=== hcb_packetizer ===
===== src/rtl/hcb_packetizer.sv =====
// AXI-Stream slave front end for the HCB clause chain. It registers each accepted beat onto x with a one-hot
// packet strobe, and pulses sample_done once the chain's final partial_clause has settled.
module hcb_packetizer #(
   parameter int PACKETS_NUM            = 13,
   parameter int C_S00_AXIS_TDATA_WIDTH = 32,
   parameter int RESULT_LATENCY         = 1
) (
   input  logic                              clk,
   input  logic                              rst,
   input  logic [C_S00_AXIS_TDATA_WIDTH-1:0] s00_axis_tdata,
   input  logic                              s00_axis_tvalid,
   output logic                              s00_axis_tready,
   input  logic                              s00_axis_tlast,
   input  logic                              hold,
   output logic [C_S00_AXIS_TDATA_WIDTH-1:0] x,
   output logic [PACKETS_NUM-1:0]            valid,
   output logic                              sample_done,
   output logic                              frame_error,
   output logic [15:0]                       sample_count
);

   localparam int IW = (PACKETS_NUM > 1) ? $clog2(PACKETS_NUM) : 1;
   localparam logic [IW-1:0] LAST_IDX = IW'(PACKETS_NUM - 1);

   logic                              ready_en_q, ready_en_d;
   logic [IW-1:0]                     pkt_idx_q, pkt_idx_d;
   logic [C_S00_AXIS_TDATA_WIDTH-1:0] x_q, x_d;
   logic [PACKETS_NUM-1:0]            valid_q, valid_d;
   logic [RESULT_LATENCY-1:0]         done_pipe_q, done_pipe_d;
   logic                              frame_error_q, frame_error_d;
   logic [15:0]                       sample_count_q, sample_count_d;
   logic                              accept;
   logic                              at_last;

   // Reset also gates ready directly so no beat is taken in the reset cycle itself.
   assign s00_axis_tready = ready_en_q & ~rst & ~((pkt_idx_q == '0) & hold);
   assign accept          = s00_axis_tvalid & s00_axis_tready;
   assign at_last         = (pkt_idx_q == LAST_IDX);

   always_comb begin
      ready_en_d     = 1'b1;
      pkt_idx_d      = pkt_idx_q;
      x_d            = x_q;
      valid_d        = '0;
      frame_error_d  = 1'b0;
      done_pipe_d    = (done_pipe_q << 1) | RESULT_LATENCY'(valid_q[PACKETS_NUM-1]);
      sample_count_d = sample_count_q + 16'(done_pipe_q[RESULT_LATENCY-1]);

      if (accept) begin
         if (s00_axis_tlast && !at_last) begin
            // A short frame is discarded whole; x keeps the last good payload.
            pkt_idx_d     = '0;
            frame_error_d = 1'b1;
         end else begin
            x_d                = s00_axis_tdata;
            valid_d[pkt_idx_q] = 1'b1;
            if (at_last) begin
               pkt_idx_d     = '0;
               frame_error_d = ~s00_axis_tlast;
            end else begin
               pkt_idx_d = pkt_idx_q + 1'b1;
            end
         end
      end
   end

   always_ff @(posedge clk) begin
      if (rst) begin
         ready_en_q     <= 1'b0;
         pkt_idx_q      <= '0;
         x_q            <= '0;
         valid_q        <= '0;
         done_pipe_q    <= '0;
         frame_error_q  <= 1'b0;
         sample_count_q <= '0;
      end else begin
         ready_en_q     <= ready_en_d;
         pkt_idx_q      <= pkt_idx_d;
         x_q            <= x_d;
         valid_q        <= valid_d;
         done_pipe_q    <= done_pipe_d;
         frame_error_q  <= frame_error_d;
         sample_count_q <= sample_count_d;
      end
   end

   assign x            = x_q;
   assign valid        = valid_q;
   assign sample_done  = done_pipe_q[RESULT_LATENCY-1];
   assign frame_error  = frame_error_q;
   assign sample_count = sample_count_q;

endmodule


===== config.mk =====
export PLATFORM = sky130hd
export DESIGN_NAME = hcb_packetizer
export DESIGN_NICKNAME = d
export VERILOG_FILES = /design/src/rtl/hcb_packetizer.sv
export SDC_FILE = /design/constraint.sdc
export NUM_CORES = 1
export LEC_CHECK = 0
export CORE_MARGIN = 1.5
export CORE_UTILIZATION = 46
export CTS_BUF_LIST = sky130_fd_sc_hd__clkbuf_8
export CTS_CLUSTER_DIAMETER = 120
export DETAILED_ROUTE_END_ITERATION = 10
export GPL_TIMING_DRIVEN = 0
export HOLD_SLACK_MARGIN = 0.06
export PLACE_DENSITY = 0.84
export RECOVER_POWER = 25
export SLEW_MARGIN = 20
export SYNTH_ARGS = -nofsm -noshare
export SYNTH_HDL_FRONTEND = slang
export SYNTH_SLANG_ARGS = --single-unit

===== constraint.sdc =====
create_clock -name clk -period 2.6 [get_ports clk]
set_input_delay 0.52 -clock clk [delete_from_list [all_inputs] [get_ports clk]]
set_output_delay 0.52 -clock clk [all_outputs]
set_load 0.01 [all_outputs]

Figure 1. Register map, names as in the netlist (hcb_packetizer).
(6 px per um) Other sequential cells in the stronger grey, the rest of the logic in the fainter grey.
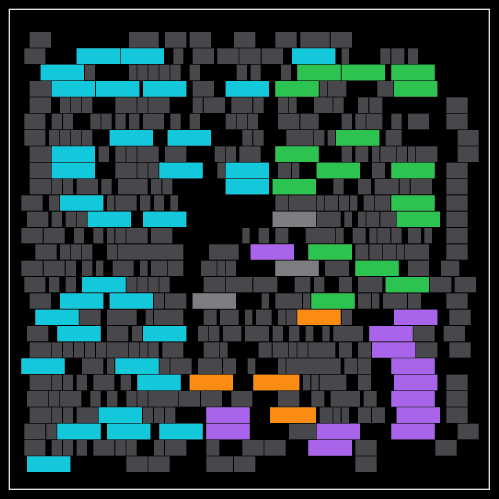
[purple] valid | placed flops: 13 | where: lower right
[orange] pkt_idx_q | placed flops: 4 | where: bottom centre
[cyan] x | placed flops: 32
[green] sample_count | placed flops: 16
storage element area: 1360 um2
Finished Core Util: 71.1%
sequential share of cell area: 34.2%
sequential power: 1.06 mW

Figure 2. Close-up of the layout (hcb_packetizer).
Window x 50 to 70, y 10 to 30 um. Cells in grey, sequential cells in the stronger grey; small squares are vias.
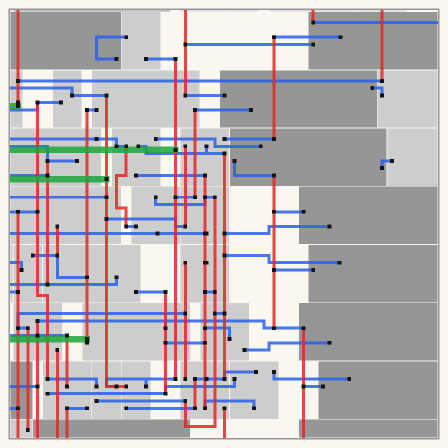
[red] metal 2
[green] metal 3
[blue] metal 1
cells with their middle in the window: 30
netlist names of flops here include: valid (7), pkt_idx_q (1)
most frequent: and3_1 (8), dfxtp_1 (8)
sequential cells in the window: 8

==> reports/metrics.cfg <==
[drt]
wl_per_cell_um=14.5
ant_nets=0
drt_iter0_drc=184
routed_via_density=5.42
routed_wl_um=7080

[final_layout]
buf_share_pct=28.0
final_layout_size_suffix_gt1_share_pct=7.47
inverters=6
finalNonFillerCells=487
nFillCells=478
signal_buffers=123
dominant-cell-class=flip-flops and latches
finalNetCount=455
comb_cells=203
diodes=0

[run_status]
outcome=finished, final reports clean

[yosys]
logic_family=simple AND/OR/NAND/NOR gates
async_reset_ff_share_pct=0
syn_area_per_cell_um2=9.04
synth_area_leader_cell=dfxtp_1
xor_area_share_pct=0.969
synth-main-ff-cell=dfxtp_1

[power_and_ir_drop]
ir_drop_uv=447
pg_comb_mw=0.161
combPwrFrac_pct=7.9
switching_share_pct=21.7

[setup_path]
r2r_cells=9
path_cells=inv_1, ha_4, nand3_1, ha_1, and4bb_2, buf_2, clkbuf_1, nand3_1, a21oi_1
path_buffers=3
r2r-start=pkt_idx_q[0]$_SDFFE_PP0N_
r2r-end=x[21]$_SDFFE_PP0P_
cp-endpoint=x[21]$_SDFFE_PP0P_

[clocking]
root_buffer=clkbuf_8
cts_setup_buffers=0
cts_tree=yes

[timing]
setup_violations=0
setup_slack_ns=0.253
min_period_over_period_pct=90.3
clock_skew_ns=0.00603
rsz0062_at_grt=false
period_needed_ns=2.35
fmax_ghz=0.426

[global_routing]
grt_usage_pct=23.1
overflow=0
grt_max_degree=11

[job]
cap_violations=0

[placement]
detailed_place_hpwl_um=5020
placed_area_um2=3800

[min_path]
hp-class=reg2reg
min_from=x[26]$_SDFFE_PP0P_

[die]
ios=101
row_count=27

==> per-layer routing <==
| metal | global-route usage, % | share of wire (%) |
|---|---|---|
| met5 | 0 | 0 |
| met1 | 26.7 | 41 |
| met4 | 9.31 | 1.7 |
| met2 | 38.4 | 47 |
| met3 | 8.80 | 11 |
==> tightest hold or removal path, cell delays in order, from the launching register on <==
cell,delay [ns]
dfxtp_1,0.30
o21ai_0,0.06
a21oi_1,0.06
==> what timing repair did <==
action                                  4_1_cts  5_1_grt
pin swaps                                     0        0
endpoints found under the setup margin        1        3
hold buffers                                  0        0
endpoints found under the hold margin         0        0
gates resized                                 6        3
==> cells in the final DEF (no fill, tap or decap), types with 2 or more instances in the layout <==
cell type        instances
a21oi_1                 39
a32o_1                   2
and2_1                   4
and3_1                  10
buf_1                    2
buf_2                    4
buf_4                    3
clkbuf_1                12
clkbuf_8                10
clkdlybuf4s50_1         81
dfxtp_1                 66
dfxtp_2                  2
dlygate4sd3_1           17
ha_1                     6
inv_1                    9
mux2_2                   5
nand2_1                  6
nand3_1                 41
nand4_1                  3
nand4bb_1                2
nor2_1                  13
nor2b_1                  8
nor4_1                   5
o21ai_0                 37
o31ai_1                  3
or3_1                    3
or4_1                    4
xor2_1                   2

=== rca_serial_adder_flat ===
$ cat config.mk
export PLATFORM = sky130hd
export DESIGN_NAME = rca_serial_adder_flat
export DESIGN_NICKNAME = d
export VERILOG_FILES = /design/src/rtl/rca_serial_adder_pkg.sv /design/src/rtl/rca_serial_adder_if.sv /design/src/rtl/rca_chunk.sv /design/src/rtl/rca_serial_adder.sv /design/src/flat_wrapper.sv
export SDC_FILE = /design/constraint.sdc
export NUM_CORES = 1
export LEC_CHECK = 0
export ABC_AREA = 1
export CAP_MARGIN = 20
export CORE_ASPECT_RATIO = 0.6
export CORE_MARGIN = 1
export CORE_UTILIZATION = 49
export CTS_CLUSTER_SIZE = 14
export DETAILED_ROUTE_END_ITERATION = 8
export HOLD_SLACK_MARGIN = 0.08
export PLACE_DENSITY = 0.87
export SLEW_MARGIN = 20
export SYNTH_ARGS = -nofsm -noshare
export SYNTH_HDL_FRONTEND = slang
export SYNTH_HIERARCHICAL = 1
export SYNTH_SLANG_ARGS = --single-unit
$ cat constraint.sdc
create_clock -name clk -period 2.6 [get_ports clk]
set_input_delay 0.26 -clock clk [delete_from_list [all_inputs] [get_ports clk]]
set_output_delay 0.26 -clock clk [all_outputs]
set_load 0.03 [all_outputs]
$ cat src/rtl/rca_serial_adder_pkg.sv
// Shared definitions for the multi-cycle ALU units: FSM state type, default operand width
// and a counter-width helper.
package rca_serial_adder_pkg;

  localparam int unsigned AluWidth = 8;

  typedef enum logic [1:0] {
    StIdle = 2'd0,
    StBusy = 2'd1,
    StDone = 2'd2
  } alu_state_e;

  // Width of a counter that must index n steps; never narrower than one bit.
  function automatic int unsigned cnt_width(input int unsigned n);
    return (n > 1) ? $clog2(n) : 1;
  endfunction

endpackage

$ cat src/rtl/rca_serial_adder_if.sv
// Operand/result handshake bundle between the ALU scheduler (master) and an adder (slave).
interface rca_serial_adder_if
  import rca_serial_adder_pkg::*;
#(
  parameter int unsigned WIDTH = AluWidth
);

  logic             in_valid;
  logic             in_ready;
  logic [WIDTH-1:0] a;
  logic [WIDTH-1:0] b;
  logic             out_valid;
  logic             out_ready;
  logic [WIDTH:0]   sum;
  logic             busy;

  modport master (
    output in_valid, a, b, out_ready,
    input  in_ready, out_valid, sum, busy
  );

  modport slave (
    input  in_valid, a, b, out_ready,
    output in_ready, out_valid, sum, busy
  );

endinterface

$ cat src/rtl/rca_chunk.sv
// Combinational CHUNK-bit ripple-carry slice built from discrete full-adder stages.
module rca_chunk #(
  parameter int unsigned CHUNK = 2
) (
  input  logic [CHUNK-1:0] a,
  input  logic [CHUNK-1:0] b,
  input  logic             cin,
  output logic [CHUNK-1:0] s,
  output logic             cout
);

  logic [CHUNK:0] c;

  assign c[0] = cin;

  for (genvar i = 0; i < CHUNK; i++) begin : g_fa
    logic p;
    assign p        = a[i] ^ b[i];
    assign s[i]     = p ^ c[i];
    assign c[i+1]   = (a[i] & b[i]) | (c[i] & p);
  end

  assign cout = c[CHUNK];

endmodule

$ cat src/rtl/rca_serial_adder.sv
// Multi-cycle ripple-carry adder: adds two WIDTH-bit operands CHUNK bits per clock,
// carrying between cycles through a flop, with valid/ready on both sides.
module rca_serial_adder
  import rca_serial_adder_pkg::*;
#(
  parameter int unsigned WIDTH = AluWidth,
  parameter int unsigned CHUNK = 2
) (
  input logic              clk,
  input logic              reset,
  rca_serial_adder_if.slave bus
);

  localparam int unsigned NumChunks = WIDTH / CHUNK;
  localparam int unsigned CntW      = cnt_width(NumChunks);
  localparam logic [CntW-1:0]  LastChunk = CntW'(NumChunks - 1);
  localparam logic [WIDTH-1:0] SliceMask = WIDTH'({CHUNK{1'b1}});

  alu_state_e state_q, state_d;

  logic [WIDTH-1:0] a_q, a_d;
  logic [WIDTH-1:0] b_q, b_d;
  logic [WIDTH:0]   sum_q, sum_d;
  logic             carry_q, carry_d;
  logic [CntW-1:0]  cnt_q, cnt_d;

  logic             accept;
  logic             last;
  logic [31:0]      shamt;
  logic [CHUNK-1:0] a_slice;
  logic [CHUNK-1:0] b_slice;
  logic [CHUNK-1:0] s_slice;
  logic             c_out;

  assign accept  = bus.in_valid && (state_q == StIdle);
  assign last    = (cnt_q == LastChunk);
  assign shamt   = 32'(cnt_q) * CHUNK;
  assign a_slice = CHUNK'(a_q >> shamt);
  assign b_slice = CHUNK'(b_q >> shamt);

  rca_chunk #(
    .CHUNK (CHUNK)
  ) u_chunk (
    .a    (a_slice),
    .b    (b_slice),
    .cin  (carry_q),
    .s    (s_slice),
    .cout (c_out)
  );

  // FSM state register
  always_ff @(posedge clk) begin
    if (reset) begin
      state_q <= StIdle;
    end else begin
      state_q <= state_d;
    end
  end

  // FSM next state
  always_comb begin
    state_d = state_q;
    unique case (state_q)
      StIdle:  if (bus.in_valid)  state_d = StBusy;
      StBusy:  if (last)          state_d = StDone;
      StDone:  if (bus.out_ready) state_d = StIdle;
      default: state_d = StIdle;
    endcase
  end

  // FSM outputs
  always_comb begin
    bus.in_ready  = (state_q == StIdle);
    bus.out_valid = (state_q == StDone);
    bus.busy      = (state_q != StIdle);
    bus.sum       = sum_q;
  end

  // Datapath next state: each BUSY cycle merges one chunk into the result word.
  always_comb begin
    a_d     = a_q;
    b_d     = b_q;
    carry_d = carry_q;
    cnt_d   = cnt_q;
    sum_d   = sum_q;
    if (accept) begin
      a_d     = bus.a;
      b_d     = bus.b;
      carry_d = 1'b0;
      cnt_d   = '0;
      sum_d   = '0;
    end else if (state_q == StBusy) begin
      sum_d[WIDTH-1:0] = (sum_q[WIDTH-1:0] & ~(SliceMask << shamt)) |
                         (WIDTH'(s_slice) << shamt);
      carry_d = c_out;
      cnt_d   = cnt_q + CntW'(1);
      if (last) begin
        sum_d[WIDTH] = c_out;
      end
    end
  end

  always_ff @(posedge clk) begin
    if (reset) begin
      a_q     <= '0;
      b_q     <= '0;
      sum_q   <= '0;
      carry_q <= 1'b0;
      cnt_q   <= '0;
    end else begin
      a_q     <= a_d;
      b_q     <= b_d;
      sum_q   <= sum_d;
      carry_q <= carry_d;
      cnt_q   <= cnt_d;
    end
  end

endmodule
$ cat src/flat_wrapper.sv
// flat-port wrapper written by rule: the top's interface ports become plain ports
module rca_serial_adder_flat import rca_serial_adder_pkg::*;
#(
  parameter int unsigned WIDTH = AluWidth,
  parameter int unsigned CHUNK = 2
)
  (clk, reset, bus_in_valid, bus_a, bus_b, bus_out_ready, bus_in_ready, bus_out_valid, bus_sum, bus_busy);
  rca_serial_adder_if #(.WIDTH(WIDTH)) bus_i ();
  input logic clk;
  input logic reset;
  input wire logic [$bits(bus_i.in_valid)-1:0] bus_in_valid;
  input wire logic [$bits(bus_i.a)-1:0] bus_a;
  input wire logic [$bits(bus_i.b)-1:0] bus_b;
  input wire logic [$bits(bus_i.out_ready)-1:0] bus_out_ready;
  output wire logic [$bits(bus_i.in_ready)-1:0] bus_in_ready;
  output wire logic [$bits(bus_i.out_valid)-1:0] bus_out_valid;
  output wire logic [$bits(bus_i.sum)-1:0] bus_sum;
  output wire logic [$bits(bus_i.busy)-1:0] bus_busy;
  assign bus_i.in_valid = bus_in_valid;
  assign bus_i.a = bus_a;
  assign bus_i.b = bus_b;
  assign bus_i.out_ready = bus_out_ready;
  assign bus_in_ready = bus_i.in_ready;
  assign bus_out_valid = bus_i.out_valid;
  assign bus_sum = bus_i.sum;
  assign bus_busy = bus_i.busy;
  rca_serial_adder #(.WIDTH(WIDTH), .CHUNK(CHUNK)) u_core (.clk(clk), .reset(reset), .bus(bus_i));
endmodule
==> reports/metrics.cfg <==
[min_path]
holdPathEnd=u_core/bus.sum[2]$_SDFFE_PP0N_

[final_layout]
comb_cells=133
logic_area_um2=663
nFillCells=218
area_delta_synth_final_pct=28.8
most-common-layout-cells=nor2_1, clkdlybuf4s50_1, dfxtp_1
largest_register_ff_count=9
signal_buffers=35
buf_share_pct=18.8

[clocking]
cts.sinks=30
cts_setup_buffers=0
cts_buffer_depth=2
cts-resized-gates=0
postCtsHoldBufs=0

[placement]
globalplace.congestion=0.857

[setup_path]
r2r-end=u_core/bus.sum[5]$_SDFFE_PP0N_
r2r-start=u_core/cnt_q[0]$_SDFFE_PP0N_
crit_family=adder cells
cp-endpoint=u_core/bus.sum[5]$_SDFFE_PP0N_
worstSetupStartpoint=u_core/cnt_q[0]$_SDFFE_PP0N_
crit_required_ns=2.81
worstSetupPathType=reg2reg
path_cells=nor2_1, nor2_1, o21ai_0, o21ai_0, inv_1, fa_1, fa_1, inv_1, inv_1, nor2_1, nand3_1, a21oi_2
worst-path-stages=12

[timing]
setup_violations=0
clock_skew_ns=0.00254

[global_routing]
antenna_found_initial=0
grt_max_degree=19

[yosys]
syn_area_per_cell_um2=7.40
postSynthSeqShare_pct=42.7
ys_sh_aoi_pct=15.7
logic_family=simple AND/OR/NAND/NOR gates
synth_cell_type_count=22

[die]
initial_utilization_pct=53.9
ios=32
die_y_um=43.5

[power_and_ir_drop]
p_per_area_nw_per_um2=585
switchingPower_mw=0.284
leakagePower_nw=0.725
switching_share_pct=26.8
ir_drop_uv=380

[drt]
drcViolationCount=3
vias=1292
wl_per_cell_um=11.9

[run_status]
outcome=finished, violations left
violations=design-rule violations

[through the flow]
step | setup WS, ns | instance area, um2 | hold slack (ns) | std cells | power [mW]
after floorplan | 0.354 | 1410 | 0.329 | 190 | 0.635
after global placement | 0.383 | 1720 | 0.455 | 249 | 0.685
after detailed placement | 0.311 | 1720 | 0.456 | 249 | 0.691
after CTS | 0.295 | 1810 | 0.466 | 257 | 1.07
after global routing | 0.0956 | 1810 | 0.490 | 257 | 1.12
final | 0.271 | 1810 | 0.463 | 257 | 1.06
[tightest hold or removal path, cell delays in order, from the launching register on]
cell	delay, ns
dfxtp_1	0.31
nand2_1	0.06
a21oi_1	0.05
[power by group through the flow]
stage	combinational [mW]	sequential (mW)	clock (mW)
after floorplan	0.125	0.511	0
after global placement	0.171	0.514	0
after detailed placement	0.176	0.515	0
after CTS	0.177	0.505	0.385
after global routing	0.201	0.508	0.409
final	0.178	0.505	0.376
[layer usage]
metal	GRT usage, %	share of wire (%)	up-vias
met5	0	0	-
met4	7.20	0.78	0
met3	7.21	9.2	2
met2	26.1	38	57
met1	33.0	52	561
li1	-	-	672
Figure 3. Routing congestion map (rca_serial_adder_flat).
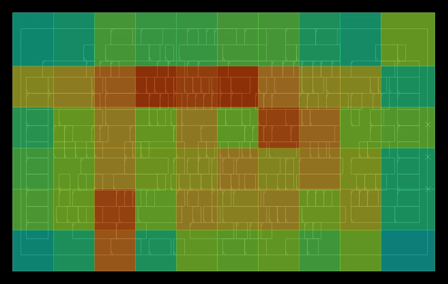
Finished Core Util: 69.4%
grt met3 use: 7.21%
met1 usage: 33.0%
grt peak-use layer: met1

Figure 4. Register map, names as in the netlist (rca_serial_adder_flat).
(8 px per um) Other sequential cells in the stronger grey, the rest of the logic in the fainter grey.
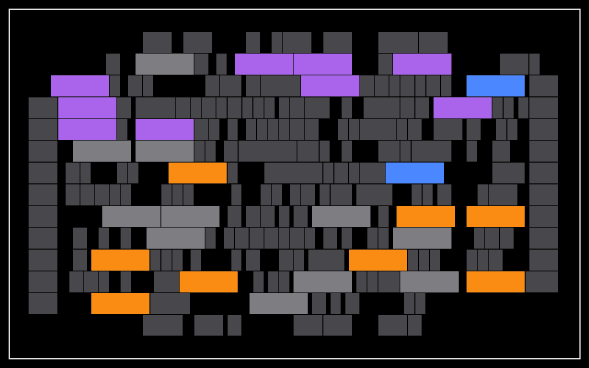
[purple] u_core/bus.sum | placed flops: 9
[orange] u_core/a_q | placed flops: 8
[blue] u_core/state_q | placed flops: 2
storage element area: 601 um2
sequential share of cell area: 33.1%
sequential power: 0.505 mW

Figure 5. Routed clock nets over the placement (rca_serial_adder_flat).
(4 px per um)
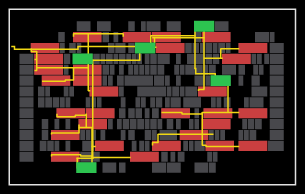
[green] clock drivers | count: 5
[red] flip-flops | count: 30
[yellow] clock wires | length: 346 um
flops lie: all over the die
power in the clock group: 0.376 mW
clock network power share: 35.5%


=== ps2_host_tx ===
Figure 6. Routed clock nets over the placement (ps2_host_tx).
(3 px per um)
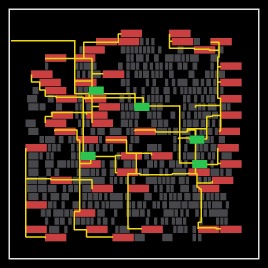
Figure 7. Close-up of the layout (ps2_host_tx).
Window x 52 to 72, y 11 to 31 um. Cells in grey, sequential cells in the stronger grey; small squares are vias.
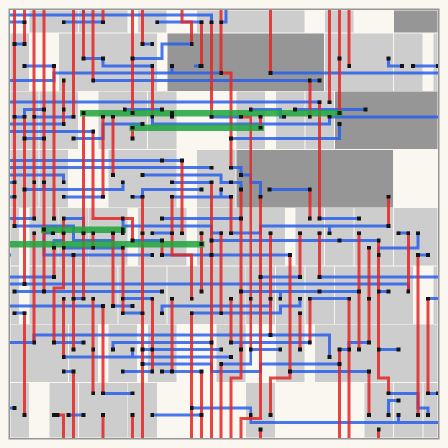
File: src/rtl/ps2_pkg.sv
// Shared PS/2 definitions: link FSM state encoding and frame geometry.
// Used by the host transmitter and the device-to-host receivers.
package ps2_pkg;

  typedef enum logic [2:0] {
    IDLE,
    INHIBIT,
    REQ,
    SEND,
    ACK,
    WAITIDLE
  } state_t;

  localparam int FRAME_BITS = 10;
  localparam int ACK_FALL   = 11;

  function automatic logic odd_par(input logic [7:0] d);
    return ~^d;
  endfunction

endpackage

File: src/rtl/ps2_line_filter.sv
// PS/2 line conditioner: 2-FF synchronizer, run-length glitch filter
// and a one-cycle pulse on each accepted high-to-low transition.
module ps2_line_filter #(
  parameter int FILT_LEN = 8
) (
  input  logic clk,
  input  logic rst,
  input  logic raw,
  output logic level,
  output logic fall
);

  localparam int CW = (FILT_LEN > 1) ? $clog2(FILT_LEN) : 1;

  logic [1:0]    sync;
  logic [CW-1:0] cnt;
  logic          s;
  logic          hit;

  assign s   = sync[1];
  assign hit = (cnt == CW'(FILT_LEN - 1));

  // New level is taken only after FILT_LEN samples disagree in a row
  always_ff @(posedge clk) begin
    if (!rst) begin
      sync  <= 2'b11;
      level <= 1'b1;
      fall  <= 1'b0;
      cnt   <= '0;
    end else begin
      sync <= {sync[0], raw};
      fall <= 1'b0;
      if (s == level) begin
        cnt <= '0;
      end else if (hit) begin
        level <= s;
        fall  <= level;
        cnt   <= '0;
      end else begin
        cnt <= cnt + 1'b1;
      end
    end
  end

endmodule

File: src/rtl/ps2_host_tx.sv
// Host-to-device PS/2 transmitter: sends one command byte over the
// open-drain clock/data pair and checks the device acknowledge.
module ps2_host_tx
  import ps2_pkg::*;
#(
  parameter int INHIBIT_CYC  = 2500,
  parameter int EDGE_TMO_CYC = 375000,
  parameter int FILT_LEN     = 8
) (
  input  logic       clk,
  input  logic       rst,
  input  logic       start,
  input  logic [7:0] data,
  output logic       rdy,
  output logic       done,
  output logic       err,
  output logic       rx_inh,
  input  logic       ps2c_in,
  input  logic       ps2d_in,
  output logic       ps2c_oe,
  output logic       ps2d_oe
);

  localparam int TMAX = (INHIBIT_CYC > EDGE_TMO_CYC) ?
                        INHIBIT_CYC : EDGE_TMO_CYC;
  localparam int CW = $clog2(TMAX + 1);

  state_t                state;
  logic [CW-1:0]         cnt;
  logic [3:0]            bitcnt;
  logic [FRAME_BITS-1:0] frame;
  logic                  clk_lvl;
  logic                  clk_fall;
  logic                  dat_lvl;
  logic                  dat_fall_unused;
  logic                  inh_end;
  logic                  tmo;
  logic                  active;
  logic                  abort;

  ps2_line_filter #(.FILT_LEN(FILT_LEN)) u_clk_filt (
    .clk  (clk),
    .rst  (rst),
    .raw  (ps2c_in),
    .level(clk_lvl),
    .fall (clk_fall)
  );

  ps2_line_filter #(.FILT_LEN(1)) u_dat_filt (
    .clk  (clk),
    .rst  (rst),
    .raw  (ps2d_in),
    .level(dat_lvl),
    .fall (dat_fall_unused)
  );

  assign inh_end = (cnt == CW'(INHIBIT_CYC - 1));
  assign tmo     = (cnt == CW'(EDGE_TMO_CYC - 1));
  assign active  = (state == SEND) || (state == ACK) ||
                   (state == WAITIDLE);
  // A device edge in the terminal cycle still counts as progress
  assign abort   = active && tmo && !clk_fall;

  always_ff @(posedge clk) begin
    if (!rst) begin
      state   <= IDLE;
      cnt     <= '0;
      bitcnt  <= '0;
      frame   <= '0;
      rdy     <= 1'b1;
      done    <= 1'b0;
      err     <= 1'b0;
      rx_inh  <= 1'b0;
      ps2c_oe <= 1'b0;
      ps2d_oe <= 1'b0;
    end else begin
      done <= 1'b0;
      if (abort) begin
        state   <= IDLE;
        cnt     <= '0;
        err     <= 1'b1;
        done    <= 1'b1;
        rdy     <= 1'b1;
        rx_inh  <= 1'b0;
        ps2c_oe <= 1'b0;
        ps2d_oe <= 1'b0;
      end else begin
        unique case (state)
          IDLE: begin
            if (start) begin
              frame   <= {1'b1, odd_par(data), data};
              err     <= 1'b0;
              cnt     <= '0;
              rdy     <= 1'b0;
              rx_inh  <= 1'b1;
              ps2c_oe <= 1'b1;
              state   <= INHIBIT;
            end
          end
          INHIBIT: begin
            if (inh_end) begin
              cnt     <= '0;
              ps2d_oe <= 1'b1;
              state   <= REQ;
            end else begin
              cnt <= cnt + 1'b1;
            end
          end
          REQ: begin
            ps2c_oe <= 1'b0;
            cnt     <= '0;
            bitcnt  <= '0;
            state   <= SEND;
          end
          SEND: begin
            if (clk_fall) begin
              ps2d_oe <= ~frame[bitcnt];
              bitcnt  <= bitcnt + 1'b1;
              cnt     <= '0;
              if (bitcnt == 4'(FRAME_BITS - 1))
                state <= ACK;
            end else begin
              cnt <= cnt + 1'b1;
            end
          end
          ACK: begin
            if (clk_fall && bitcnt == 4'(ACK_FALL - 1)) begin
              err    <= dat_lvl;
              bitcnt <= bitcnt + 1'b1;
              cnt    <= '0;
              state  <= WAITIDLE;
            end else if (clk_fall) begin
              cnt <= '0;
            end else begin
              cnt <= cnt + 1'b1;
            end
          end
          WAITIDLE: begin
            if (clk_lvl && dat_lvl) begin
              done   <= 1'b1;
              rdy    <= 1'b1;
              rx_inh <= 1'b0;
              cnt    <= '0;
              state  <= IDLE;
            end else if (clk_fall) begin
              cnt <= '0;
            end else begin
              cnt <= cnt + 1'b1;
            end
          end
          default: state <= IDLE;
        endcase
      end
    end
  end

endmodule

File: config.mk
export PLATFORM = sky130hd
export DESIGN_NAME = ps2_host_tx
export DESIGN_NICKNAME = d
export VERILOG_FILES = /design/src/rtl/ps2_pkg.sv /design/src/rtl/ps2_line_filter.sv /design/src/rtl/ps2_host_tx.sv
export SDC_FILE = /design/constraint.sdc
export NUM_CORES = 1
export LEC_CHECK = 0
export ABC_AREA = 1
export CORE_MARGIN = 5
export CORE_UTILIZATION = 55
export DETAILED_ROUTE_END_ITERATION = 12
export MAX_ROUTING_LAYER = met4
export PLACE_DENSITY_LB_ADDON = 0.2
export SLEW_MARGIN = 5
export SYNTH_ARGS = -nofsm -noshare
export SYNTH_HDL_FRONTEND = slang
export SYNTH_SLANG_ARGS = --single-unit
File: constraint.sdc
create_clock -name clk -period 5.03 [get_ports clk]
set_input_delay 1.006 -clock clk [delete_from_list [all_inputs] [get_ports clk]]
set_output_delay 1.006 -clock clk [all_outputs]
set_load 0.05 [all_outputs]
==> reports/metrics.cfg <==
[timing]
holdWs_ns=0.427
fmax_ghz=0.397
setup_slack_ns=2.51
setup_violations=0
period_needed_ns=2.52

[setup_path]
worst-path-stages=1
cp-end-kind=output pin
path_cells=clkdlybuf4s50_1
r2r_cells=9
r2r-start=state[2]$_SDFFE_PP0P_
critPathLaunchType=register
cpPeakStageDelay_ns=0.82
r2r-end=cnt[8]$_SDFFE_PP0P_

[placement]
detailed_place_hpwl_um=4530
port_buffers=18

[yosys]
syn_area_per_cell_um2=6.80
post_synth_instance_area_um2=2900
synth_cell_type_count=33
top_area_share_pct=36.6
ys_warn_count=0
synth-main-ff-cell=dfxtp_1

[die]
row_count=26
initial_utilization_pct=56.8
die_area_um2=6830
ios=19
core_um2=5110

[power_and_ir_drop]
p_int_mw=0.789
p_per_area_nw_per_um2=417
leakagePower_nw=1.36
pg_comb_mw=0.524
seqPwrFrac_pct=38.7
ir_drop_uv=224

[clocking]
root_buffer=clkbuf_8

[drt]
ant_nets=0
drt_iter0_drc=209
drcViolationCount=0
routed_via_density=5.12
routed_wl_um=6010

[final_layout]
finalNetCount=465
layout.cells.most_common=nand2_1
stdcell_area_um2=3250

[global_routing]
grt_pass1_wl_um=10700
antenna_found_initial=0

[job]
tool_warnings=29
cap_violations=0

[run_status]
outcome=finished, final reports clean

About Figure 6:
[red] flip-flops | count: 53
[green] clock drivers | count: 5
[yellow] clock wires | length: 663 um
flops lie: all over the die
Latency at later pin: 0.32 ns
clock skew: 0.00961 ns
clock network power share: 22.6%
power in the clock group: 0.307 mW

About Figure 7:
[red] metal 2
[blue] metal 1
[green] metal 3
netlist names of flops here include: cnt (2), state (1)
sequential cells in the window: 3
cells with their middle in the window: 49
most frequent: nand2_1 (15), nor2_1 (7)

## state kept, by name, indices dropped and copies added (netlist names)
signal and count:
state 3, ps2d_oe 1, err 1, u_clk_filt.sync 2, u_clk_filt.fall 1, ps2c_oe 1
u_dat_filt.level 1, u_clk_filt.cnt 3, u_clk_filt.level 1, done 1, u_dat_filt.cnt 1, bitcnt 4
rx_inh 1, u_dat_filt.sync 2, rdy 1, frame 10, cnt 19
## cells by family after synthesis
family / Yosys count / synth area share, %
other cells: 1 / 0.129
buf+inv: 69 / 9.49
flops: 53 / 36.6
compound gates: 50 / 9.44
xor+xnor: 13 / 3.92
fa+ha+maj: 7 / 3.02
simple gates: 234 / 37.4
## area by class of cell
type / count / area, um2 / area share [%]
tap: 70 / 87.6 / 2.70
inverter: 62 / 235 / 7.25
multi-input combinational: 305 / 1570 / 48.2
clock inverter: 3 / 47.5 / 1.46
sequential: 53 / 1060 / 32.7
clock buffer: 5 / 68.8 / 2.12
timing repair buffer: 18 / 180 / 5.55
## layer usage
metal	share of wire, %	routed length [um]	track usage, %	vias up
met2	47	2850	34.6	47
met5	0	0	-	-
met1	48	2890	24.8	1196
met4	1.2	71	5.56	0
met3	3.2	195	3.58	9
li1	-	-	-	1388

=== ppu_scroll_ctrl ===
File: src/rtl/ppu_pkg.sv
// ppu_pkg: shared scroll-register types, timing constants and CPU register indices
package ppu_pkg;

  typedef struct packed {
    logic [2:0] fine_y;
    logic [1:0] nt;
    logic [4:0] coarse_y;
    logic [4:0] coarse_x;
  } vram_addr_t;

  localparam logic [8:0] DOT_YINC           = 9'd255;
  localparam logic [8:0] DOT_HCOPY          = 9'd256;
  localparam logic [8:0] DOT_VCOPY_FIRST    = 9'd279;
  localparam logic [8:0] DOT_VCOPY_LAST     = 9'd303;
  localparam logic [8:0] DOT_PREFETCH_FIRST = 9'd320;
  localparam logic [8:0] DOT_PREFETCH_LAST  = 9'd335;
  localparam logic [8:0] SCANLINE_PRERENDER = 9'd261;

  typedef enum logic [2:0] {
    REG_CTRL    = 3'd0,
    REG_MASK    = 3'd1,
    REG_STATUS  = 3'd2,
    REG_OAMADDR = 3'd3,
    REG_OAMDATA = 3'd4,
    REG_SCROLL  = 3'd5,
    REG_ADDR    = 3'd6,
    REG_DATA    = 3'd7
  } ppu_reg_e;

endpackage

File: src/rtl/ppu_scroll_incr.sv
// ppu_scroll_incr: combinational coarse-X and Y increment of the v register
module ppu_scroll_incr
  import ppu_pkg::*;
(
  input  vram_addr_t v_i,
  input  logic       inc_x_i,
  input  logic       inc_y_i,
  output vram_addr_t v_o
);

  logic y_wrap;

  assign y_wrap = v_i.fine_y == 3'd7;

  // coarse X wraps 31->0 into the next horizontal nametable; Y rolls fine_y into coarse_y
  always_comb begin
    v_o = v_i;
    if (inc_x_i) begin
      v_o.coarse_x = v_i.coarse_x + 5'd1;
      v_o.nt[0]    = v_i.nt[0] ^ (v_i.coarse_x == 5'd31);
    end
    if (inc_y_i) begin
      v_o.fine_y   = y_wrap ? 3'd0 : v_i.fine_y + 3'd1;
      v_o.coarse_y = !y_wrap ? v_i.coarse_y :
                     (v_i.coarse_y == 5'd29 || v_i.coarse_y == 5'd31) ? 5'd0 : v_i.coarse_y + 5'd1;
      v_o.nt[1]    = v_i.nt[1] ^ (y_wrap && v_i.coarse_y == 5'd29);
    end
  end

endmodule

File: src/rtl/ppu_scroll_ctrl.sv
// ppu_scroll_ctrl: PPU loopy v/t/fine_x/w scroll registers; PPU_RENDER_2007_GLITCH_EN enables the $2007 increment glitch during rendering
module ppu_scroll_ctrl
  import ppu_pkg::*;
(
  input  logic        clk_i,
  input  logic        rst_ni,
  input  logic [8:0]  dot_i,
  input  logic [8:0]  scanline_i,
  input  logic        rendering_en_i,
  input  logic        reg_wr_i,
  input  logic        reg_rd_i,
  input  logic [2:0]  reg_addr_i,
  input  logic [7:0]  reg_data_i,
  output logic [14:0] vram_addr_o,
  output logic [2:0]  fine_x_o,
  output logic        write_toggle_o,
  output logic        inc32_o
);

  vram_addr_t v_q, v_d, t_q, t_d, v_inc, v_r;
  logic [2:0] fx_q, fx_d;
  logic       w_q, w_d, inc32_q, inc32_d, load_v;
  logic       render, x_dot, h_copy, v_copy, reg7, glitch, inc_x, inc_y;

  assign render = rendering_en_i && (scanline_i <= 9'd239 || scanline_i == SCANLINE_PRERENDER);
  assign x_dot  = dot_i[2:0] == 3'd7 &&
                  (dot_i <= DOT_YINC || (dot_i >= DOT_PREFETCH_FIRST && dot_i <= DOT_PREFETCH_LAST));
  assign h_copy = render && dot_i == DOT_HCOPY;
  assign v_copy = rendering_en_i && scanline_i == SCANLINE_PRERENDER &&
                  dot_i >= DOT_VCOPY_FIRST && dot_i <= DOT_VCOPY_LAST;
  assign reg7   = (reg_wr_i || reg_rd_i) && reg_addr_i == REG_DATA;
`ifdef PPU_RENDER_2007_GLITCH_EN
  assign glitch = reg7;
`else
  assign glitch = 1'b0;
`endif
  assign inc_x  = render && (x_dot || glitch);
  assign inc_y  = render && (dot_i == DOT_YINC || glitch);

  ppu_scroll_incr u_incr (
    .v_i     (v_q),
    .inc_x_i (inc_x),
    .inc_y_i (inc_y),
    .v_o     (v_inc)
  );

  // CPU register writes into t/fine_x/w, then pick the next v by priority: $2006 load, render, $2007 step
  always_comb begin
    t_d     = t_q;
    fx_d    = fx_q;
    w_d     = w_q;
    inc32_d = inc32_q;
    load_v  = 1'b0;
    if (reg_wr_i && reg_addr_i == REG_CTRL) begin
      t_d.nt  = reg_data_i[1:0];
      inc32_d = reg_data_i[2];
    end
    if (reg_wr_i && reg_addr_i == REG_SCROLL) begin
      if (!w_q) begin
        t_d.coarse_x = reg_data_i[7:3];
        fx_d         = reg_data_i[2:0];
      end else begin
        t_d.fine_y   = reg_data_i[2:0];
        t_d.coarse_y = reg_data_i[7:3];
      end
      w_d = ~w_q;
    end
    if (reg_wr_i && reg_addr_i == REG_ADDR) begin
      if (!w_q) t_d[14:8] = {1'b0, reg_data_i[5:0]};
      else begin
        t_d[7:0] = reg_data_i;
        load_v   = 1'b1;
      end
      w_d = ~w_q;
    end
    if (reg_rd_i && reg_addr_i == REG_STATUS) w_d = 1'b0;
    v_r = v_inc;
    if (h_copy) begin
      v_r.nt[0]    = t_q.nt[0];
      v_r.coarse_x = t_q.coarse_x;
    end
    if (v_copy) begin
      v_r.fine_y   = t_q.fine_y;
      v_r.nt[1]    = t_q.nt[1];
      v_r.coarse_y = t_q.coarse_y;
    end
    v_d = load_v ? t_d :
          render ? v_r :
          reg7   ? vram_addr_t'(v_q + (inc32_q ? 15'd32 : 15'd1)) : v_q;
  end

  // scroll state registers with asynchronous clear
  always_ff @(posedge clk_i or negedge rst_ni) begin
    if (!rst_ni) begin
      v_q     <= '0;
      t_q     <= '0;
      fx_q    <= '0;
      w_q     <= 1'b0;
      inc32_q <= 1'b0;
    end else begin
      v_q     <= v_d;
      t_q     <= t_d;
      fx_q    <= fx_d;
      w_q     <= w_d;
      inc32_q <= inc32_d;
    end
  end

  assign vram_addr_o    = v_q;
  assign fine_x_o       = fx_q;
  assign write_toggle_o = w_q;
  assign inc32_o        = inc32_q;

endmodule

File: config.mk
export PLATFORM = sky130hd
export DESIGN_NAME = ppu_scroll_ctrl
export DESIGN_NICKNAME = d
export VERILOG_FILES = /design/src/rtl/ppu_pkg.sv /design/src/rtl/ppu_scroll_incr.sv /design/src/rtl/ppu_scroll_ctrl.sv
export SDC_FILE = /design/constraint.sdc
export NUM_CORES = 1
export LEC_CHECK = 0
export CAP_MARGIN = 20
export CORE_UTILIZATION = 35
export CTS_CLUSTER_SIZE = 25
export DETAILED_ROUTE_END_ITERATION = 8
export PLACE_DENSITY = 0.57
export SLEW_MARGIN = 10
export SYNTH_ARGS = -nofsm -noshare
export SYNTH_HDL_FRONTEND = slang
export SYNTH_SLANG_ARGS = --single-unit
export TNS_END_PERCENT = 100
File: constraint.sdc
create_clock -name clk_i -period 5.7 [get_ports clk_i]
set_clock_uncertainty 0.15 [all_clocks]
set_input_delay 0.57 -clock clk_i [delete_from_list [all_inputs] [get_ports clk_i]]
set_output_delay 0.57 -clock clk_i [all_outputs]
set_load 0.005 [all_outputs]
Figure 8. Met4 routing (ppu_scroll_ctrl).
(4 px per um) Cells faint in the background.
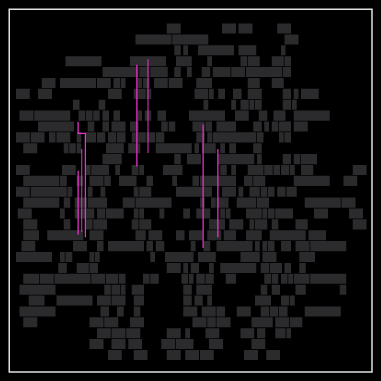
main direction: vertical
wire length on this layer: 167 um
via count: 2,726
detailed-route wire length: 8310 um

==> reports/metrics.cfg <==
[run_status]
outcome=finished, final reports clean

[yosys]
edf_count=0
ys.flops=35
top_area_share_pct=32.1
ys_sh_simple_pct=23.3
ys_cells=314
adder_share_pct=4.58
topCellsByArea=dfrtp_1, mux2i_1, a21oi_1, ha_1, nor2_1
postSynthSeqShare_pct=32.1
ys_sh_aoi_pct=22.9
post_synth_instance_area_um2=2730
common_cells=dfrtp_1, a21oi_1, nor2_1
most_common_cell=dfrtp_1
ys_sh_mux_pct=11.4
netlist_instances=314
async_reset_ff_share_pct=100
ys_warn_count=0

[timing]
rsz0062_at_grt=false
setup_violations=0
fmax_ghz=0.320
slew_headroom_pct=28.0

[min_path]
hp-class=in2async

[setup_path]
cp-end-kind=register
worstSetupPathType=in2reg
crit_slowest_cell=nor2_1
critPathLaunchType=primary input
r2r-start=vram_addr_o[0]$_DFFE_PN0P_
cpPeakStageDelay_ns=0.84
rrSetupSlack_ns=3.26
cp_max_fo=12
worstPathArrival_ns=3.13
cp-endpoint=vram_addr_o[6]$_DFFE_PN0P_
r2r-end=vram_addr_o[14]$_DFFE_PN0P_
worst-path-stages=7

[power_and_ir_drop]
p_per_area_nw_per_um2=350
leakagePower_nw=1.34
pg_comb_mw=0.493
combPwrFrac_pct=41.0
seq-power_mw=0.467
ir_drop_uv=204
switchingPower_mw=0.447
switching_share_pct=37.1
clkPwrFrac_pct=20.2
seqPwrFrac_pct=38.8
power_clock_mw=0.242

[drt]
routed_via_density=5.93
dr.pass1.iters=8
drt_iter0_drc=271
ant_nets=0

[placement]
globalplace.congestion=0.865
port_buffers=53

[die]
initial_utilization_pct=36.9
ios=54
row_count=31
die_x_um=90.3

[final_layout]
final_layout_size_suffix_gt1_share_pct=6.37
diodes=0
layout.cells.most_common=clkdlybuf4s50_1
finalNonFillerCells=460
area_delta_synth_final_pct=25.7

[clocking]
clkLatencyLatePin_ns=0.30
path_clk_slew_ns=0.08
cts.htree.levels=2
cts_tree=yes
cts.sinks=35
cts_buffer_depth=2
cts_setup_buffers=0

[global_routing]
antenna_found_initial=0
grt_usage_pct=21.6

[job]
cap_violations=0

==> metal layers <==
layer  share of wire, %  routed length (um)  vias up  global-route usage (%)
li1                   -                   -     1300                       -
met4                2.0                 167        0                    6.05
met2                 47                3930       96                    35.5
met1                 45                3740     1315                    29.2
met5                  0                   0        -                       0
met3                5.7                 473       15                    3.70
==> cell type report <==
class / instances / area (um2) / share of cell area (%)
repair buffers: 54 / 537 / 15.6
multi-input cells: 257 / 1750 / 51.0
flip-flops and latches: 35 / 876 / 25.5
clock inverters: 2 / 35.0 / 1.02
well taps: 99 / 124 / 3.61
clock buffers: 6 / 82.6 / 2.41
inverters: 7 / 26.3 / 0.766
==> per-stage QoR <==
stage	power (mW)	worst slack [ns]	util (%)	hold WS [ns]
6_report	1.20	2.57	46.3	0.202
2_1_floorplan	0.732	3.44	-	0.124
4_1_cts	1.20	2.56	46.2	0.250
3_5_place_dp	0.956	2.25	44.6	0.346
3_3_place_gp	0.952	2.36	44.6	0.345
5_1_grt	1.29	2.39	46.3	0.290
==> registers in the layout (all words and copies together), names as in the netlist <==
name            flops
write_toggle_o      1
vram_addr_o        15
inc32_o             1
fine_x_o            3
t_q                15

=== uart_tx_fifo_drain ===
Figure 9. Routed clock nets over the placement (uart_tx_fifo_drain).
(4 px per um)
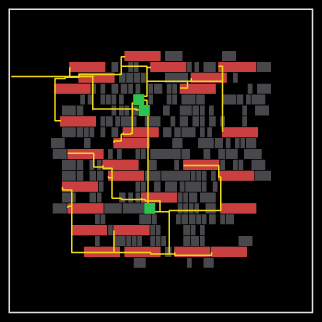
Figure 10. Close-up of the layout (uart_tx_fifo_drain).
Window x 47 to 67, y 9 to 29 um. Cells in grey, sequential cells in the stronger grey; small squares are vias.
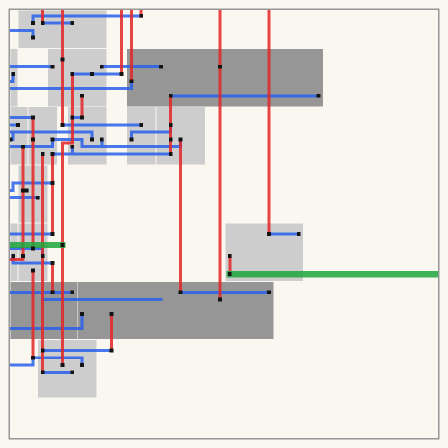
--- src/rtl/uart_tx_fifo_drain.sv ---
// UART 8N1 transmitter that drains a registered-output byte FIFO.
// A byte tagged last is followed by a stop-bit frame_done pulse and an idle gap.
module uart_tx_fifo_drain #(
    parameter int CLKS_PER_BIT = 868,
    parameter int GAP_BITS     = 2
) (
    input  logic       clk,
    input  logic       rst_n,
    input  logic [7:0] fifo_dout,
    input  logic       fifo_dout_last,
    input  logic       fifo_empty,
    input  logic       fifo_full,
    input  logic       fifo_wr_en,
    output logic       fifo_rd_en,
    output logic       tx,
    output logic       busy,
    output logic       frame_done
);

    localparam int GAP_MUL = (GAP_BITS > 0) ? GAP_BITS : 1;
    localparam int CNT_MAX = CLKS_PER_BIT * GAP_MUL;
    localparam int CW      = (CNT_MAX > 1) ? $clog2(CNT_MAX) : 1;

    localparam logic [CW-1:0] BIT_LAST = CW'(CLKS_PER_BIT - 1);
    localparam logic [CW-1:0] GAP_LAST = CW'(CNT_MAX - 1);
    localparam logic          HAS_GAP  = (GAP_BITS > 0);

    typedef enum logic [2:0] {
        S_IDLE,
        S_FETCH,
        S_START,
        S_DATA,
        S_STOP,
        S_GAP
    } state_e;

    state_e          state_q, state_d;
    logic [CW-1:0]   cnt_q, cnt_d;
    logic [2:0]      bit_idx_q, bit_idx_d;
    logic [7:0]      shreg_q, shreg_d;
    logic            last_q, last_d;
    logic            tx_q, tx_d;
    logic            bit_end;
    logic            accept;

    // The FIFO lets a landing write win over a read, so a pop is only real
    // when no write is being accepted in the same cycle.
    assign fifo_rd_en = rst_n && (state_q == S_IDLE) && !fifo_empty;
    assign accept     = fifo_rd_en && !(fifo_wr_en && !fifo_full);
    assign bit_end    = (cnt_q == BIT_LAST);

    always_comb begin
        state_d   = state_q;
        cnt_d     = cnt_q;
        bit_idx_d = bit_idx_q;
        shreg_d   = shreg_q;
        last_d    = last_q;

        case (state_q)
            S_IDLE: begin
                cnt_d = '0;
                if (accept) state_d = S_FETCH;
            end
            S_FETCH: begin
                shreg_d = fifo_dout;
                last_d  = fifo_dout_last;
                cnt_d   = '0;
                state_d = S_START;
            end
            S_START: begin
                if (bit_end) begin
                    cnt_d     = '0;
                    bit_idx_d = 3'd0;
                    state_d   = S_DATA;
                end else begin
                    cnt_d = cnt_q + 1'b1;
                end
            end
            S_DATA: begin
                if (bit_end) begin
                    cnt_d = '0;
                    if (bit_idx_q == 3'd7) state_d = S_STOP;
                    else                   bit_idx_d = bit_idx_q + 3'd1;
                end else begin
                    cnt_d = cnt_q + 1'b1;
                end
            end
            S_STOP: begin
                if (bit_end) begin
                    cnt_d   = '0;
                    state_d = (last_q && HAS_GAP) ? S_GAP : S_IDLE;
                end else begin
                    cnt_d = cnt_q + 1'b1;
                end
            end
            S_GAP: begin
                if (cnt_q == GAP_LAST) begin
                    cnt_d   = '0;
                    state_d = S_IDLE;
                end else begin
                    cnt_d = cnt_q + 1'b1;
                end
            end
            default: begin
                cnt_d   = '0;
                state_d = S_IDLE;
            end
        endcase

        // Line level follows the state being entered so tx edges line up with state entry.
        case (state_d)
            S_START: tx_d = 1'b0;
            S_DATA:  tx_d = shreg_d[bit_idx_d];
            default: tx_d = 1'b1;
        endcase
    end

    always_ff @(posedge clk or negedge rst_n) begin
        if (!rst_n) begin
            state_q   <= S_IDLE;
            cnt_q     <= '0;
            bit_idx_q <= 3'd0;
            shreg_q   <= 8'd0;
            last_q    <= 1'b0;
            tx_q      <= 1'b1;
        end else begin
            state_q   <= state_d;
            cnt_q     <= cnt_d;
            bit_idx_q <= bit_idx_d;
            shreg_q   <= shreg_d;
            last_q    <= last_d;
            tx_q      <= tx_d;
        end
    end

    assign tx         = tx_q;
    assign busy       = (state_q != S_IDLE);
    assign frame_done = (state_q == S_STOP) && bit_end && last_q;

endmodule

--- config.mk ---
export PLATFORM = sky130hd
export DESIGN_NAME = uart_tx_fifo_drain
export DESIGN_NICKNAME = d
export VERILOG_FILES = /design/src/rtl/uart_tx_fifo_drain.sv
export SDC_FILE = /design/constraint.sdc
export NUM_CORES = 1
export LEC_CHECK = 0
export ABC_AREA = 1
export CAP_MARGIN = 20
export CORE_MARGIN = 10
export CORE_UTILIZATION = 50
export CTS_CLUSTER_SIZE = 40
export DETAILED_ROUTE_END_ITERATION = 7
export HOLD_SLACK_MARGIN = 0.05
export PLACE_DENSITY = 0.71
export SLEW_MARGIN = 20
export SYNTH_ARGS = -nofsm -noshare
export SYNTH_HDL_FRONTEND = slang
export SYNTH_SLANG_ARGS = --single-unit
export TNS_END_PERCENT = 5
--- constraint.sdc ---
create_clock -name clk -period 2.69 [get_ports clk]
set_input_delay 0.538 -clock clk [delete_from_list [all_inputs] [get_ports clk]]
set_output_delay 0.538 -clock clk [all_outputs]
set_load 0.02 [all_outputs]
==> reports/metrics.cfg <==
[yosys]
ys_cells=189
ys_area_um2=1540
most_common_cell=nand2_1
synth_nets=205
top_area_share_pct=42.3
common_cells=nand2_1, dfrtp_1, inv_1
ys_warn_count=0

[drt]
wl_met3_um=158
drt_iter0_drc=86
ant_nets=0
vias=1255
wl_per_cell_um=12.8

[timing]
clock_skew_ns=0.0118
setup_violations=0
fmax_ghz=0.408
holdWs_ns=0.473
period_needed_ns=2.45
setup_tns_ns=0

[setup_path]
cp-end-kind=output pin
crit_required_ns=2.15
critPathLaunchType=register
worstPathArrival_ns=1.91
rrSetupSlack_ns=0.92
cp-endpoint=fifo_rd_en
r2r-end=cnt_q[10]$_DFF_PN0_
r2r-start=cnt_q[0]$_DFF_PN0_

[global_routing]
overflow=0
use_met3_pct=2.34
grt_pass1_wl_um=5310

[placement]
pre_cts_ws_ns=0.305
globalplace.congestion=0.795

[die]
die_x_um=75.4
core_um2=3000

[final_layout]
largest_register_ff_count=11
utilization_pct=59.3
regMostFlops=cnt_q
layout.cells.most_common=nand2_1

[clocking]
cts_setup_buffers=0
path_clk_slew_ns=0.16
postCtsHoldBufs=0
cts.htree.levels=1
cts.sinks=27

[min_path]
hp-class=reg2reg
hold_depth=1

[run_status]
outcome=finished, final reports clean

[power_and_ir_drop]
p_per_area_nw_per_um2=357

About Figure 9:
[yellow] clock wires | length: 332 um
[green] clock drivers | count: 3
[red] flip-flops | count: 27
routed clock nets: 4
power in the clock group: 0.180 mW
Latency at later pin: 0.33 ns
clock network power share: 28.3%

About Figure 10:
[blue] metal 1
[red] metal 2
[green] metal 3
sequential cells in the window: 2
cells with their middle in the window: 13
most frequent: inv_1 (2), dfrtp_1 (2)
netlist names of flops here include: cnt_q (2)

[worst max-delay path, stage by stage, from the launching register on]
cell and delay, ns:
dfrtp_1 0.48, nor2_1 0.13, inv_1 0.07, nor2_1 0.12
nand2_1 0.06, nor2_1 0.11, clkdlybuf4s50_1 0.62
[report_power, final]
group	total (mW)	leakage (nW)	switching (mW)	internal, mW
sequential	0.415	0.338	0.00220	0.413
clock	0.180	0.0177	0.124	0.0558
combinational	0.0408	0.554	0.0180	0.0228
total	0.636	0.909	0.144	0.491
[area by class of cell]
type	instances	area, um2
clock buffers	3	22.5
clock inverters	1	5.00
fillers	273	1220
inverters	29	109
multi-input cells	132	747
flip-flops and latches	27	677
well taps	33	41.3
repair buffers	18	180
[through the flow]
stage	power (mW)	instances
2_1_floorplan	0.433	189
3_3_place_gp	0.464	239
3_5_place_dp	0.465	239
4_1_cts	0.646	243
5_1_grt	0.663	243
6_report	0.636	243
[cell families (layout without fill, tap and decap cells)]
group,count (synthesis),in the layout,synth area share (%)
DFF,27,27,44.1
xor gates and xnor gates,4,4,2.28
and+or+nand+nor,114,114,38.6
buffers and inverters,30,51,7.33
muxes,1,1,0.733
AOI/OAI and AO/OA,11,11,5.37
adders and majority gates,2,2,1.63


## Gallery

Signal wires by layer.
(a)
(4 px per um)
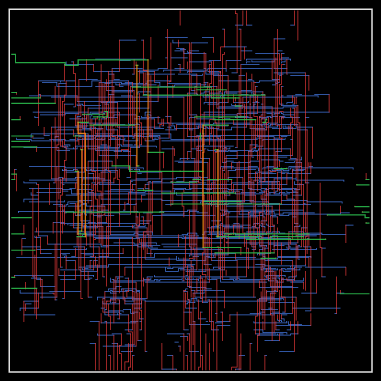
(b)
(6 px per um)
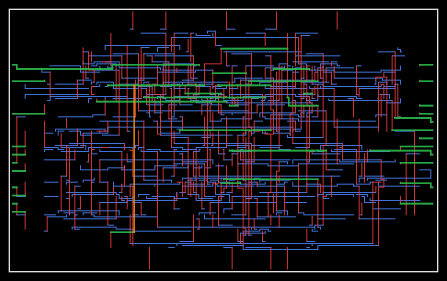
(c)
(4 px per um)
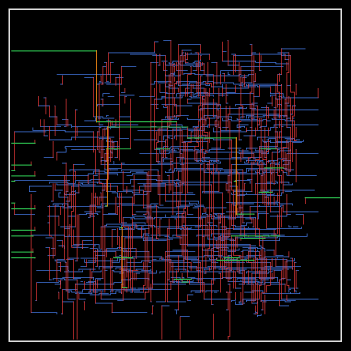
(d)
(4 px per um)
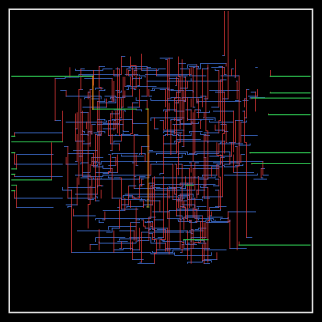
(e)
(4 px per um)
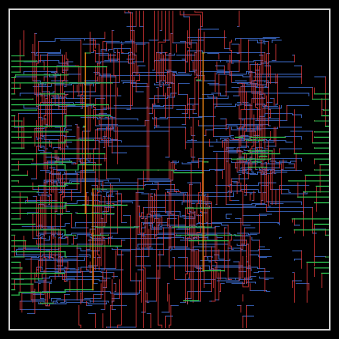
Of these, smallest die: (b)
(e) is hcb_packetizer.
(c) is ps2_host_tx.
(d) is uart_tx_fifo_drain.
(a) is ppu_scroll_ctrl.
(b) is rca_serial_adder_flat.

No activity file was given, so power comes from the tool's default toggle rates.
